==================== design 1
File: config.mk
export PLATFORM = sky130hd
export DESIGN_NAME = regfile_wb_arbiter
export DESIGN_NICKNAME = d
export VERILOG_FILES = /design/src/rtl/regfile_wb_arbiter.sv
export SDC_FILE = /design/constraint.sdc
export NUM_CORES = 1
export LEC_CHECK = 0
export ABC_AREA = 1
export CAP_MARGIN = 20
export CELL_PAD_IN_SITES_DETAIL_PLACEMENT = 0
export CELL_PAD_IN_SITES_GLOBAL_PLACEMENT = 1
export CORE_UTILIZATION = 26
export DETAILED_ROUTE_END_ITERATION = 10
export GPL_TIMING_DRIVEN = 1
export HOLD_SLACK_MARGIN = 0.12
export PLACE_DENSITY_LB_ADDON = 0.1
export SETUP_SLACK_MARGIN = 0.5
export SLEW_MARGIN = 10
export SYNTH_ARGS = -nofsm -noshare
export SYNTH_HDL_FRONTEND = slang
export SYNTH_SLANG_ARGS = --single-unit
File: constraint.sdc
create_clock -name clk -period 2.6 [get_ports clk]
set_input_delay 0.52 -clock clk [delete_from_list [all_inputs] [get_ports clk]]
set_output_delay 0.52 -clock clk [all_outputs]
set_load 0.03 [all_outputs]
File: src/rtl/regfile_wb_arbiter.sv
// Writeback arbiter: NUM_REQ sources share the single register-file write port, one winner per cycle.
// Round-robin by default; define WB_FIXED_PRIORITY_EN for lowest-index-wins fixed priority.
module regfile_wb_arbiter #(
  parameter int NUM_REQ    = 2,
  parameter int DATA_WIDTH = 32,
  parameter int ADDR_WIDTH = 5
) (
  input  logic                           clk,
  input  logic                           reset,
  input  logic [NUM_REQ-1:0]             req_valid,
  input  logic [NUM_REQ*ADDR_WIDTH-1:0]  req_addr,
  input  logic [NUM_REQ*DATA_WIDTH-1:0]  req_data,
  output logic [NUM_REQ-1:0]             req_ready,
  output logic                           reg_write,
  output logic [ADDR_WIDTH-1:0]          write_addr,
  output logic [DATA_WIDTH-1:0]          writeback_data,
  output logic                           wb_pending
);

  localparam int IDX_W = (NUM_REQ > 1) ? $clog2(NUM_REQ) : 1;

  logic [IDX_W-1:0]      w_grant_idx;
  logic                  w_found;
  logic                  w_accept;
  logic [ADDR_WIDTH-1:0] w_sel_addr;
  logic [DATA_WIDTH-1:0] w_sel_data;

`ifdef WB_FIXED_PRIORITY_EN
  always_comb begin
    w_found     = 1'b0;
    w_grant_idx = '0;
    for (int k = 0; k < NUM_REQ; k++) begin
      if (!w_found && req_valid[k]) begin
        w_found     = 1'b1;
        w_grant_idx = IDX_W'(k);
      end
    end
  end
`else
  logic [IDX_W-1:0] r_rr_ptr;
  logic [IDX_W:0]   w_cand_wide;
  logic [IDX_W-1:0] w_cand;

  // Walk the requesters starting at r_rr_ptr, wrapping at NUM_REQ (not at a power of two).
  always_comb begin
    w_found     = 1'b0;
    w_grant_idx = '0;
    w_cand_wide = '0;
    w_cand      = '0;
    for (int k = 0; k < NUM_REQ; k++) begin
      w_cand_wide = {1'b0, r_rr_ptr} + (IDX_W+1)'(k);
      if (w_cand_wide >= (IDX_W+1)'(NUM_REQ))
        w_cand_wide = w_cand_wide - (IDX_W+1)'(NUM_REQ);
      w_cand = w_cand_wide[IDX_W-1:0];
      for (int i = 0; i < NUM_REQ; i++) begin
        if (!w_found && (w_cand == IDX_W'(i)) && req_valid[i]) begin
          w_found     = 1'b1;
          w_grant_idx = IDX_W'(i);
        end
      end
    end
  end

  always_ff @(posedge clk or posedge reset) begin
    if (reset) begin
      r_rr_ptr <= '0;
    end else if (w_accept) begin
      if (w_grant_idx == IDX_W'(NUM_REQ-1))
        r_rr_ptr <= '0;
      else
        r_rr_ptr <= w_grant_idx + IDX_W'(1);
    end
  end
`endif

  assign w_accept = w_found & ~reset;

  always_comb begin
    w_sel_addr = '0;
    w_sel_data = '0;
    for (int i = 0; i < NUM_REQ; i++) begin
      if (w_grant_idx == IDX_W'(i)) begin
        w_sel_addr = req_addr[i*ADDR_WIDTH +: ADDR_WIDTH];
        w_sel_data = req_data[i*DATA_WIDTH +: DATA_WIDTH];
      end
    end
  end

  genvar gi;
  generate
    for (gi = 0; gi < NUM_REQ; gi++) begin : g_ready
      assign req_ready[gi] = w_accept && (w_grant_idx == IDX_W'(gi));
    end
  endgenerate

  assign wb_pending = |(req_valid & ~req_ready);

  // Writes to x0 are accepted but dropped; address/data keep the last real write.
  always_ff @(posedge clk or posedge reset) begin
    if (reset) begin
      reg_write      <= 1'b0;
      write_addr     <= '0;
      writeback_data <= '0;
    end else begin
      reg_write <= w_accept && (w_sel_addr != '0);
      if (w_accept && (w_sel_addr != '0)) begin
        write_addr     <= w_sel_addr;
        writeback_data <= w_sel_data;
      end
    end
  end

endmodule

### Metal 1, design 1

Supply wires on this layer in grey.
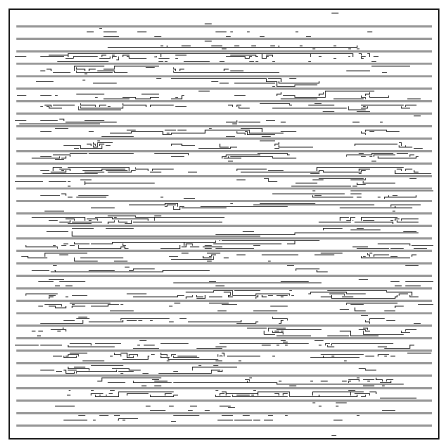
nets with wire on the layer: 411
share of all routed wire: 44%
longest straight run: 62.1 um
main direction: horizontal
via count: 2260
GR Layer Usage met1: 20.3%
Routed WL: 6.58 mm

==> datasheet_impl.txt <==
Physical implementation characteristics

Parameter                              Value

Status
  Result of the run    completed

Final timing
  Final Cycle Share    73.2%
  Smallest hold slack    between 0.4 and 0.5 ns

Setup path
  Largest delay contributor family on the critical path    buffers and inverters
  Endpoint type of the worst setup path    primary output
  End of the worst register-to-register path    writeback_data[14]

Synthesis
  Async S/R FF share, synth    100%
  Cell type with the largest total area    sky130_fd_sc_hd__dfrtp_1
  Area share of and-or/or-and cells after synthesis    between 1 and 1.5%
  Main logic family after synthesis    simple AND/OR/NAND/NOR gates
  Total number of yosys warnings    0

Final layout
  Top register by number of flip-flops    writeback_data
  Most instantiated logic cells after routing    sky130_fd_sc_hd__nand2_1 (165), sky130_fd_sc_hd__clkdlybuf4s50_1 (112), sky130_fd_sc_hd__nand3_1 (39), sky130_fd_sc_hd__dfrtp_1 (39), sky130_fd_sc_hd__nand2_2 (18)
  Clk tree area frac    ~2.3%
  Total of plain and repair buffers excluding clock buffers    ~130

Global routing
  Grt total ovfl    0
  Number of global-route vias before repair    2089

Route
  Vias per cell    4.27
  Number of remaining DRC errors    0

Power and ir drop
  Share of total power in sequential cells    38.1%
  Largest power group    combinational logic
### Signal wires on met2, design 1

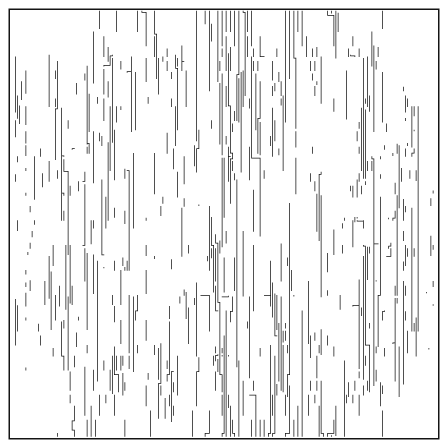
nets with wire on the layer: 357
main direction: vertical
longest straight run: 49.5 um
wire length on this layer: 3120 um
met2 Usage GRT: 26.5%


==================== design 2
<file path="config.mk">
export PLATFORM = sky130hd
export DESIGN_NAME = regfile_scoreboard
export DESIGN_NICKNAME = d
export VERILOG_FILES = /design/src/rtl/regfile_scoreboard.sv
export SDC_FILE = /design/constraint.sdc
export NUM_CORES = 2
export LEC_CHECK = 0
export CORE_MARGIN = 4
export CORE_UTILIZATION = 60
export CTS_CLUSTER_DIAMETER = 120
export DETAILED_ROUTE_END_ITERATION = 12
export PLACE_DENSITY = 0.8
export SLEW_MARGIN = 25
export SYNTH_ARGS = -nofsm -noshare
export SYNTH_HDL_FRONTEND = slang
export SYNTH_SLANG_ARGS = --single-unit
export TNS_END_PERCENT = 1
</file>
<file path="constraint.sdc">
create_clock -name clk -period 49.4 [get_ports clk]
set_input_delay 9.88 -clock clk [delete_from_list [all_inputs] [get_ports clk]]
set_output_delay 9.88 -clock clk [all_outputs]
set_load 0.01 [all_outputs]
</file>
<file path="src/rtl/regfile_scoreboard.sv">
// Register file with an in-flight writer scoreboard: per-register busy bits,
// issue stall detection (RAW/WAW), writeback bypass, flush and a spurious-writeback flag.
module regfile_scoreboard #(
   parameter  int WIDTH    = 32,
   parameter  int NUM_REGS = 32,
   parameter  int NUM_RD   = 2,
   localparam int IDX_W    = (NUM_REGS > 1) ? $clog2(NUM_REGS) : 1
) (
   input  logic                      clk,
   input  logic                      rst,
   input  logic [NUM_RD*IDX_W-1:0]   src_idx,
   input  logic [NUM_RD-1:0]         src_use,
   output logic [NUM_RD*WIDTH-1:0]   src_data,
   output logic [NUM_RD-1:0]         src_busy,
   input  logic                      issue_valid,
   input  logic [IDX_W-1:0]          issue_rd,
   output logic                      stall,
   input  logic                      wb_valid,
   input  logic [IDX_W-1:0]          wb_rd,
   input  logic [WIDTH-1:0]          wb_data,
   input  logic                      flush,
   output logic [NUM_REGS-1:0]       busy_vec,
   output logic [IDX_W:0]            pending_cnt,
   output logic                      err_spurious
);

   localparam int IDX_SPAN = 1 << IDX_W;

   logic [WIDTH-1:0]    r_regs [NUM_REGS];
   logic [NUM_REGS-1:0] r_busy;
   logic [IDX_W:0]      r_pending_cnt;
   logic                r_err_spurious;

   logic [IDX_SPAN-1:0] w_busy_ext;
   logic [NUM_REGS-1:0] w_busy_nxt;
   logic [NUM_RD-1:0]   w_raw;
   logic                w_wb_en;
   logic                w_wb_ok;
   logic                w_iss_ok;
   logic                w_clr;
   logic                w_set;
   logic                w_waw;
   logic                w_accept;
   logic                w_inc;
   logic                w_dec;
   logic                w_spur;

   // Busy bits widened to the full index space so any index reads a defined 0.
   always_comb begin
      w_busy_ext                = '0;
      w_busy_ext[NUM_REGS-1:0]  = r_busy;
   end

   // Everything that modifies state is ignored while reset is held.
   assign w_wb_en  = wb_valid & ~rst;
   assign w_wb_ok  = (wb_rd != '0) && (int'(wb_rd) < NUM_REGS);
   assign w_iss_ok = (issue_rd != '0) && (int'(issue_rd) < NUM_REGS);
   assign w_clr    = w_wb_en & w_wb_ok;

   genvar g;
   generate
      for (g = 0; g < NUM_RD; g++) begin : g_rd
         logic [IDX_W-1:0] w_idx;
         logic             w_hit;
         logic [WIDTH-1:0] w_reg;

         assign w_idx = src_idx[g*IDX_W +: IDX_W];
         assign w_hit = w_wb_en && (wb_rd == w_idx);
         assign w_reg = (int'(w_idx) < NUM_REGS) ? r_regs[w_idx] : '0;

         assign src_data[g*WIDTH +: WIDTH] = (w_idx == '0) ? '0 :
                                             (w_hit ? wb_data : w_reg);
         assign src_busy[g] = w_busy_ext[w_idx] & ~w_hit;
         assign w_raw[g]    = src_use[g] & src_busy[g];
      end
   endgenerate

   // A same-cycle writeback to the destination retires the old writer in time.
   assign w_waw    = w_iss_ok && w_busy_ext[issue_rd] &&
                     !(w_wb_en && (wb_rd == issue_rd));
   assign stall    = issue_valid & ~flush & ~rst & ((|w_raw) | w_waw);
   assign w_accept = issue_valid & ~flush & ~rst & ~stall;
   assign w_set    = w_accept & w_iss_ok;

   // Count bookkeeping: a set on an already-busy register only happens when the
   // same-cycle writeback cleared it, so the net change is zero.
   assign w_inc  = w_set && !w_busy_ext[issue_rd];
   assign w_dec  = w_clr && w_busy_ext[wb_rd] && !(w_set && (issue_rd == wb_rd));
   assign w_spur = w_clr && !w_busy_ext[wb_rd] && !flush;

   always_comb begin
      w_busy_nxt = r_busy;
      if (w_clr) begin
         w_busy_nxt[wb_rd] = 1'b0;
      end
      if (w_set) begin
         w_busy_nxt[issue_rd] = 1'b1;
      end
      if (flush) begin
         w_busy_nxt = '0;
      end
      w_busy_nxt[0] = 1'b0;
   end

   always_ff @(posedge clk or posedge rst) begin
      if (rst) begin
         for (int i = 0; i < NUM_REGS; i++) begin
            r_regs[i] <= '0;
         end
         r_busy         <= '0;
         r_pending_cnt  <= '0;
         r_err_spurious <= 1'b0;
      end else begin
         if (w_clr) begin
            r_regs[wb_rd] <= wb_data;
         end
         r_busy <= w_busy_nxt;
         if (flush) begin
            r_pending_cnt <= '0;
         end else begin
            r_pending_cnt <= r_pending_cnt + {{IDX_W{1'b0}}, w_inc}
                                           - {{IDX_W{1'b0}}, w_dec};
         end
         if (w_spur) begin
            r_err_spurious <= 1'b1;
         end
      end
   end

   assign busy_vec     = r_busy;
   assign pending_cnt  = r_pending_cnt;
   assign err_spurious = r_err_spurious;

endmodule

</file>
### Metal 1, design 2

Supply wires on this layer in grey.
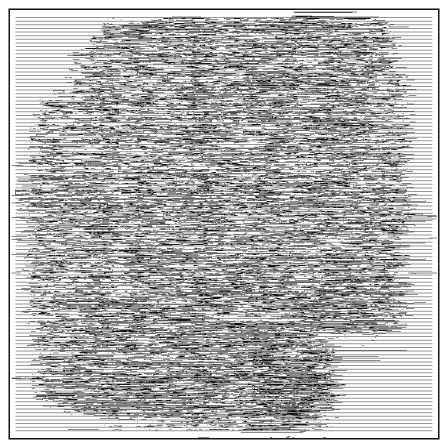
nets with wire on the layer: 3834
share of all routed wire: 37%
longest straight run: 120 um
via count: 39337
Routed WL: 179 mm
GR Layer Usage met1: 45.6%

### Signal wires on met2, design 2

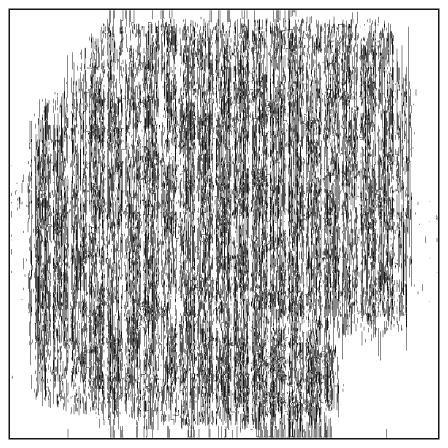
wire length on this layer: 83.6 mm
nets with wire on the layer: 3698
main direction: vertical
met2 Usage GRT: 54.2%

==> datasheet_impl.txt <==
Physical implementation characteristics

Parameter                              Value

Status
  Result of the run    completed

Route
  Met3 wire length    17.5 mm
  Post-route ant nets    0
  Number of remaining DRC errors    0

Power and ir drop
  Sequential logic power    about 1.1 mW

Clock network
  Post-CTS Setup Bufs    0
  CTS H-tree lvls    3

Final layout
  Number of filler cells placed in the layout    6707
  Sequential Area    ~27000 sq um
  Number of multi-input combinational cells in the layout    ~2500
  Non-clock inverter count    16
  Relative area change from synthesis to final layout    9.48%
  Buffering overhead    approximately 3.6%
  Final net count    4034
  Number of diodes added for antenna fixing    4
  Commonest Layout Cell    sky130_fd_sc_hd__dfrtp_1

Placed design
  Pre-CTS worst setup slack    approximately 24 ns
  Count of buffers inserted at the top-level ports    163

Global routing
  Antenna violations before repair    6

Final timing
  Final setup margin    between 20 and 25 ns
  Final Cycle Share    roughly 51%

Synthesis
  EDFF count, synth    0
  Number of cells in the yosys synthesis report    around 4100
  Main logic family after synthesis    multiplexers

Setup path
  Worst Setup Start Kind    input pin

==================== design 3
### Metal 1, design 3

Supply wires on this layer in grey.
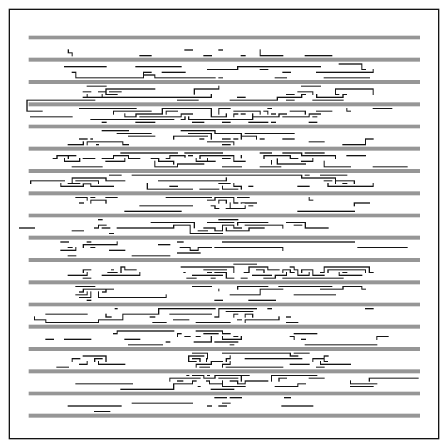
==> src/rtl/div_pkg.sv <==
// Shared types and constants for the sequential restoring divider.
package div_pkg;

   localparam int unsigned DIV_N = 4;

   typedef enum logic [1:0] {
      IDLE = 2'd0,
      RUN  = 2'd1,
      DONE = 2'd2
   } div_state_e;

endpackage

==> src/rtl/div_step_module.sv <==
// One combinational restoring-division step built on a ripple borrow chain.
module div_step_module #(
   parameter int unsigned N = 4
) (
   input  logic [N:0]   partial_i,
   input  logic [N-1:0] divisor_i,
   output logic [N-1:0] rem_o,
   output logic         q_bit_o
);

   logic [N:0]   subtrahend;
   logic [N:0]   diff;
   logic [N+1:0] borrow;

   assign subtrahend = {1'b0, divisor_i};

   always_comb begin
      borrow    = '0;
      diff      = '0;
      for (int i = 0; i <= N; i++) begin
         diff[i]     = partial_i[i] ^ subtrahend[i] ^ borrow[i];
         borrow[i+1] = (~partial_i[i] & subtrahend[i]) |
                       (~(partial_i[i] ^ subtrahend[i]) & borrow[i]);
      end
   end

   // A kept difference is below the divisor and a restored partial is too,
   // so the top bit is always zero in either case.
   assign q_bit_o = ~borrow[N+1];
   assign rem_o   = q_bit_o ? diff[N-1:0] : partial_i[N-1:0];

endmodule

==> src/rtl/seq_divider_module.sv <==
// Unsigned sequential divider: one restoring step per clock, MSB first.
module seq_divider_module
   import div_pkg::*;
#(
   parameter int unsigned N = DIV_N
) (
   input  logic         clk,
   input  logic         rst_n,
   input  logic         start,
   input  logic [N-1:0] A,
   input  logic [N-1:0] B,
   output logic         busy,
   output logic         done,
   output logic [N-1:0] Q,
   output logic [N-1:0] R,
   output logic         dz
);

   localparam int unsigned     CntW     = $clog2(N + 1);
   localparam logic [CntW-1:0] LastStep = CntW'(N - 1);

   div_state_e      state_q, state_d;
   logic [CntW-1:0] cnt_q, cnt_d;
   logic [N-1:0]    rem_q, rem_d;
   logic [N-1:0]    dvd_q, dvd_d;
   logic [N-1:0]    dvs_q, dvs_d;
   logic [N-1:0]    quo_res_q, quo_res_d;
   logic [N-1:0]    rem_res_q, rem_res_d;
   logic            dz_q, dz_d;

   logic [N-1:0]    step_rem;
   logic            step_q_bit;

   div_step_module #(
      .N (N)
   ) u_step (
      .partial_i ({rem_q, dvd_q[N-1]}),
      .divisor_i (dvs_q),
      .rem_o     (step_rem),
      .q_bit_o   (step_q_bit)
   );

   always_comb begin
      state_d   = state_q;
      cnt_d     = cnt_q;
      rem_d     = rem_q;
      dvd_d     = dvd_q;
      dvs_d     = dvs_q;
      quo_res_d = quo_res_q;
      rem_res_d = rem_res_q;
      dz_d      = dz_q;
      unique case (state_q)
         IDLE: begin
            if (start) begin
               dvd_d = A;
               dvs_d = B;
               cnt_d = '0;
               rem_d = '0;
               if (B == '0) begin
                  state_d   = DONE;
                  quo_res_d = '1;
                  rem_res_d = A;
                  dz_d      = 1'b1;
               end else begin
                  state_d = RUN;
               end
            end
         end
         RUN: begin
            // Dividend bits shift out the top while quotient bits fill the bottom.
            rem_d = step_rem;
            dvd_d = {dvd_q[N-2:0], step_q_bit};
            cnt_d = cnt_q + CntW'(1);
            if (cnt_q == LastStep) begin
               state_d   = DONE;
               quo_res_d = {dvd_q[N-2:0], step_q_bit};
               rem_res_d = step_rem;
               dz_d      = 1'b0;
            end
         end
         DONE: state_d = IDLE;
         default: state_d = IDLE;
      endcase
   end

   always_ff @(posedge clk or negedge rst_n) begin
      if (!rst_n) begin
         state_q   <= IDLE;
         cnt_q     <= '0;
         rem_q     <= '0;
         dvd_q     <= '0;
         dvs_q     <= '0;
         quo_res_q <= '0;
         rem_res_q <= '0;
         dz_q      <= 1'b0;
      end else begin
         state_q   <= state_d;
         cnt_q     <= cnt_d;
         rem_q     <= rem_d;
         dvd_q     <= dvd_d;
         dvs_q     <= dvs_d;
         quo_res_q <= quo_res_d;
         rem_res_q <= rem_res_d;
         dz_q      <= dz_d;
      end
   end

   assign busy = (state_q == RUN);
   assign done = (state_q == DONE);
   assign Q    = quo_res_q;
   assign R    = rem_res_q;
   assign dz   = dz_q;

endmodule

==> config.mk <==
export PLATFORM = sky130hd
export DESIGN_NAME = seq_divider_module
export DESIGN_NICKNAME = d
export VERILOG_FILES = /design/src/rtl/div_pkg.sv /design/src/rtl/div_step_module.sv /design/src/rtl/seq_divider_module.sv
export SDC_FILE = /design/constraint.sdc
export NUM_CORES = 1
export LEC_CHECK = 0
export ABC_AREA = 1
export CAP_MARGIN = 10
export CORE_MARGIN = 2
export CORE_UTILIZATION = 54
export CTS_BUF_LIST = sky130_fd_sc_hd__clkbuf_4 sky130_fd_sc_hd__clkbuf_8
export DETAILED_ROUTE_END_ITERATION = 12
export PLACE_DENSITY_LB_ADDON = 0.05
export SYNTH_ARGS = -nofsm -noshare
export SYNTH_HDL_FRONTEND = slang
export SYNTH_SLANG_ARGS = --single-unit
==> constraint.sdc <==
create_clock -name clk -period 3.1 [get_ports clk]
set_clock_uncertainty 0.15 [all_clocks]
set_input_delay 0.93 -clock clk [delete_from_list [all_inputs] [get_ports clk]]
set_output_delay 0.93 -clock clk [all_outputs]
set_load 0.005 [all_outputs]
==> datasheet_impl.txt <==
Physical implementation characteristics

Parameter                              Value

Die
  Total number of placement rows    17
  Initial core utilization    between 50% and 60%
  Tap cells    28
  Chip width    ~52 um

Final layout
  Final net count    186
  Number of filler cells placed in the layout    approximately 180
  Number of multi-input combinational cells in the layout    between 90 and 100
  Filler-free cell count of the finished design    196
  Number of diodes added for antenna fixing    0

Power and ir drop
  Power in combinational cells    about 860 uW
  Clock group power    ~170 uW
  Worst vdd ir    roughly 660 uV

Synthesis
  Largest cells by area    sky130_fd_sc_hd__dfrtp_1 (52%), sky130_fd_sc_hd__nand2_1 (12%), sky130_fd_sc_hd__nand3_1 (7.1%)
  EDFF count, synth    0
  Part of the Yosys area used for sequential elements    approximately half
  Dominant synthesized flop cell    sky130_fd_sc_hd__dfrtp_1

Run
  Max-cap check violation count    0

Worst hold path
  Worst hold path type    reg2reg

Final timing
  Unrepaired setup endpoints after global routing    false
  Final-report hold violation count    0
  Final count of negative-setup-slack endpoints    0

Clock network
  Number of sinks on the clock net    26
  Number of clock buffers inserted by TritonCTS    3

Setup path
  Largest delay contributor family on the critical path    buffers and inverters
  Ordered list of cells on the worst path    inv_2 -> nor2_1 -> clkdlybuf4s50_1

Status
  Result of the run    completed

Route
  Detail-routed net length per standard cell    ~13 um

Global routing
  Antenna violations before repair    0
  Global Route Usage Sum    between 20% and 30%
## Picture notes: 'Metal 1' of design 3
main direction: horizontal
share of all routed wire: 44%
GR Layer Usage met1: 28.4%
via count: 1019
Routed WL: 2.46 mm


==================== design 4
### Metal 1, design 4

Supply wires on this layer in grey.
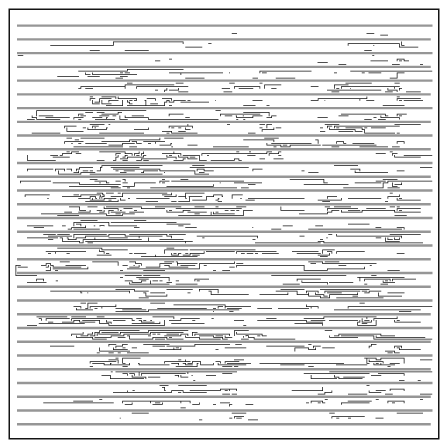
### Signal wires on met2, design 4

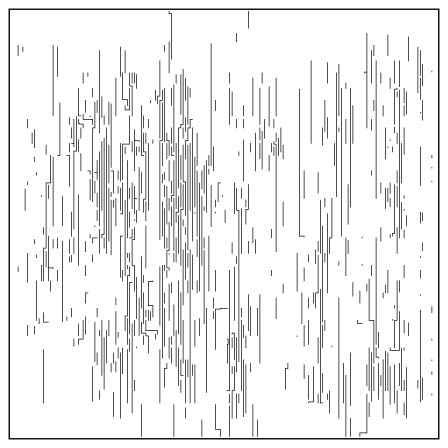
`src/rtl/vga_scanout.sv`:
```
// vga_scanout: raster timing generator driving a registered-read video memory,
// with a two-stage pipeline that keeps sync/DE aligned to the returned pixel.
module vga_scanout #(
  parameter int   CLK_DIV  = 4,
  parameter int   H_ACTIVE = 640,
  parameter int   H_FP     = 16,
  parameter int   H_SYNC   = 96,
  parameter int   H_BP     = 48,
  parameter int   V_ACTIVE = 480,
  parameter int   V_FP     = 10,
  parameter int   V_SYNC   = 2,
  parameter int   V_BP     = 33,
  parameter logic SYNC_POL = 1'b0
) (
  input  logic        clk,
  input  logic        rst,
  output logic [9:0]  vx0,
  output logic [9:0]  vy0,
  output logic        vr0,
  input  logic [23:0] vo,
  output logic [7:0]  r,
  output logic [7:0]  g,
  output logic [7:0]  b,
  output logic        hsync,
  output logic        vsync,
  output logic        de,
  output logic        frame_start,
  output logic        vblank
);

  localparam int H_TOT = H_ACTIVE + H_FP + H_SYNC + H_BP;
  localparam int V_TOT = V_ACTIVE + V_FP + V_SYNC + V_BP;

  localparam logic [3:0] DIV_MAX = 4'(CLK_DIV - 1);
  localparam logic [9:0] H_MAX   = 10'(H_TOT - 1);
  localparam logic [9:0] V_MAX   = 10'(V_TOT - 1);
  localparam logic [9:0] H_ACT   = 10'(H_ACTIVE);
  localparam logic [9:0] V_ACT   = 10'(V_ACTIVE);
  localparam logic [9:0] HS_BEG  = 10'(H_ACTIVE + H_FP);
  localparam logic [9:0] HS_END  = 10'(H_ACTIVE + H_FP + H_SYNC);
  localparam logic [9:0] VS_BEG  = 10'(V_ACTIVE + V_FP);
  localparam logic [9:0] VS_END  = 10'(V_ACTIVE + V_FP + V_SYNC);

  logic [3:0]  r_div;
  logic [9:0]  r_hcnt;
  logic [9:0]  r_vcnt;

  logic        r_hs;
  logic        r_vs;
  logic        r_de1;
  logic        r_vb1;
  logic        r_fs1;
  logic        r_fresh;

  logic [23:0] r_rgb;
  logic        r_de;
  logic        r_hsync;
  logic        r_vsync;
  logic        r_fs;
  logic        r_vblank;

  logic        w_tick;
  logic        w_active;
  logic        w_hs;
  logic        w_vs;

  assign w_tick   = (r_div == 4'd0);
  assign w_active = (r_hcnt < H_ACT) && (r_vcnt < V_ACT);
  assign w_hs     = (r_hcnt >= HS_BEG) && (r_hcnt < HS_END);
  assign w_vs     = (r_vcnt >= VS_BEG) && (r_vcnt < VS_END);

  assign vx0 = w_active ? r_hcnt : 10'd0;
  assign vy0 = w_active ? r_vcnt : 10'd0;
  assign vr0 = w_tick & w_active & ~rst;

  always_ff @(posedge clk) begin
    if (rst) begin
      r_div  <= 4'd0;
      r_hcnt <= 10'd0;
      r_vcnt <= 10'd0;
    end else begin
      r_div <= (r_div == DIV_MAX) ? 4'd0 : r_div + 4'd1;
      if (w_tick) begin
        if (r_hcnt == H_MAX) begin
          r_hcnt <= 10'd0;
          r_vcnt <= (r_vcnt == V_MAX) ? 10'd0 : r_vcnt + 10'd1;
        end else begin
          r_hcnt <= r_hcnt + 10'd1;
        end
      end
    end
  end

  // Stage 1: timing flags captured alongside the read request.
  always_ff @(posedge clk) begin
    if (rst) begin
      r_hs    <= 1'b0;
      r_vs    <= 1'b0;
      r_de1   <= 1'b0;
      r_vb1   <= 1'b0;
      r_fs1   <= 1'b0;
      r_fresh <= 1'b0;
    end else begin
      r_fresh <= w_tick;
      r_fs1   <= w_tick && (r_hcnt == 10'd0) && (r_vcnt == 10'd0);
      if (w_tick) begin
        r_hs  <= w_hs;
        r_vs  <= w_vs;
        r_de1 <= w_active;
        r_vb1 <= (r_vcnt >= V_ACT);
      end
    end
  end

  // Stage 2: vo is only meaningful the clk after a tick, so latch it then.
  always_ff @(posedge clk) begin
    if (rst) begin
      r_rgb    <= 24'd0;
      r_de     <= 1'b0;
      r_hsync  <= ~SYNC_POL;
      r_vsync  <= ~SYNC_POL;
      r_fs     <= 1'b0;
      r_vblank <= 1'b0;
    end else begin
      if (!r_de1) begin
        r_rgb <= 24'd0;
      end else if (r_fresh) begin
        r_rgb <= vo;
      end
      r_de     <= r_de1;
      r_hsync  <= r_hs ? SYNC_POL : ~SYNC_POL;
      r_vsync  <= r_vs ? SYNC_POL : ~SYNC_POL;
      r_fs     <= r_fs1;
      r_vblank <= r_vb1;
    end
  end

  assign r           = r_rgb[23:16];
  assign g           = r_rgb[15:8];
  assign b           = r_rgb[7:0];
  assign de          = r_de;
  assign hsync       = r_hsync;
  assign vsync       = r_vsync;
  assign frame_start = r_fs;
  assign vblank      = r_vblank;

endmodule

```
`config.mk`:
```
export PLATFORM = sky130hd
export DESIGN_NAME = vga_scanout
export DESIGN_NICKNAME = d
export VERILOG_FILES = /design/src/rtl/vga_scanout.sv
export SDC_FILE = /design/constraint.sdc
export NUM_CORES = 1
export LEC_CHECK = 0
export ABC_AREA = 1
export CORE_UTILIZATION = 40
export CTS_CLUSTER_DIAMETER = 50
export DETAILED_ROUTE_END_ITERATION = 10
export GPL_TIMING_DRIVEN = 0
export PLACE_DENSITY = 0.69
export SYNTH_ARGS = -nofsm -noshare
export SYNTH_HDL_FRONTEND = slang
export SYNTH_SLANG_ARGS = --single-unit
export TNS_END_PERCENT = 10
```
`constraint.sdc`:
```
create_clock -name clk -period 1.9 [get_ports clk]
set_input_delay 0.285 -clock clk [delete_from_list [all_inputs] [get_ports clk]]
set_output_delay 0.285 -clock clk [all_outputs]
set_load 0.05 [all_outputs]
```
==> datasheet_impl.txt <==
Physical implementation characteristics

Parameter                              Value

Status
  Result of the run    finished, violations left
  Failing checks    design-rule violations

Clock network
  Clock transition at path regs    0.07 ns
  Clk root buf    sky130_fd_sc_hd__clkbuf_8
  Hold-fix buffers at CTS    0

Power and ir drop
  Power in combinational cells    roughly 550 uW
  Worst vdd ir    352 uV
  Sequential logic power    1.32 mW

Worst hold path
  Origin of the worst min-delay path    r_hs
  Hold worst-path end    hsync

Global routing
  Wire length of the first global-routing pass    roughly 12 mm
  Number of global-route vias before repair    roughly 2500
  Global Route Usage Sum    20.5%

Final layout
  Comb area share    about 35%
  Layout Utilization    60.3%

Route
  Number of remaining DRC errors    13
  First-pass iteration count of the detailed router    9

Synthesis
  Largest cells by area    sky130_fd_sc_hd__dfxtp_1 (43%), sky130_fd_sc_hd__nand2_1 (16%), sky130_fd_sc_hd__nor2_1 (6.5%)
  Cell type with the largest total area    sky130_fd_sc_hd__dfxtp_1
  Area share of the leading cell type in the synthesized netlist    43.2%

Setup path
  Endpoint of the most critical setup path    vx0[9]
About 'Metal 1' of design 4:
share of all routed wire: 46%
longest straight run: 23.9 um
main direction: horizontal
wire length on this layer: 3150 um
nets with wire on the layer: 443
GR Layer Usage met1: 26.7%
via count: 2696
Routed WL: 6.90 mm

About 'Signal wires on met2' of design 4:
nets with wire on the layer: 391
main direction: vertical
met2 Usage GRT: 32.3%



==> gallery <==
Gate families picked out.
picture 1
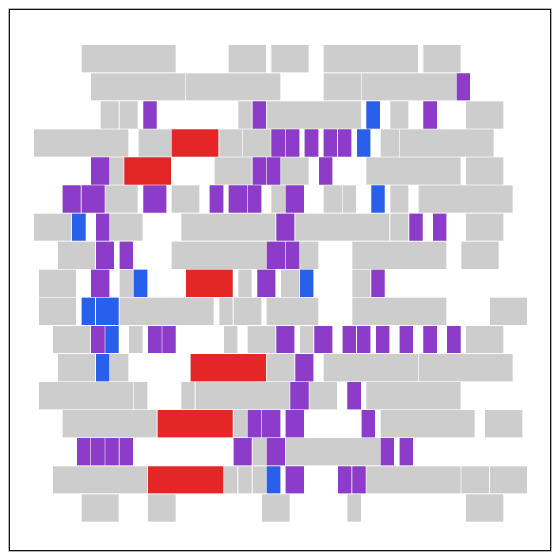
picture 2
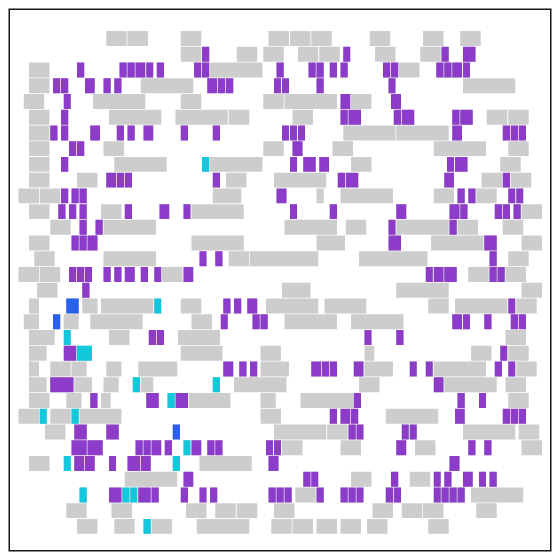
picture 3
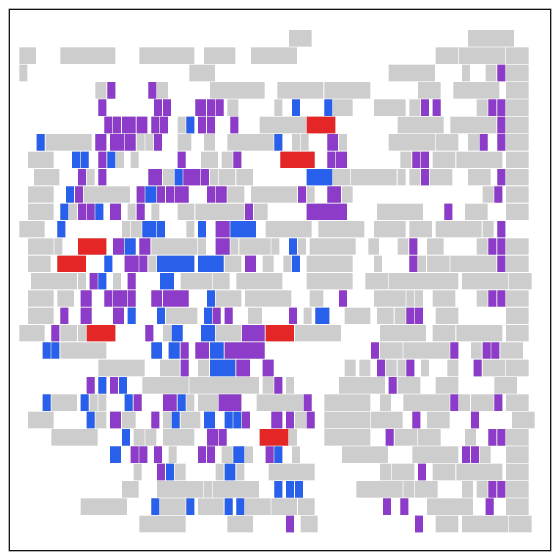
| picture | from |
|---|---|
| picture 1 | design 3 |
| picture 3 | design 4 |
| picture 2 | design 1 |
The one with the fewest cells is picture 1.

Key to picture 3:
| colour | family | cells |
|---|---|---|
| blue | nor cells | 64 |
| red | fa/ha/maj cells | 7 |
| purple | nand cells | 149 |

Power and IR drop assume default switching activity.
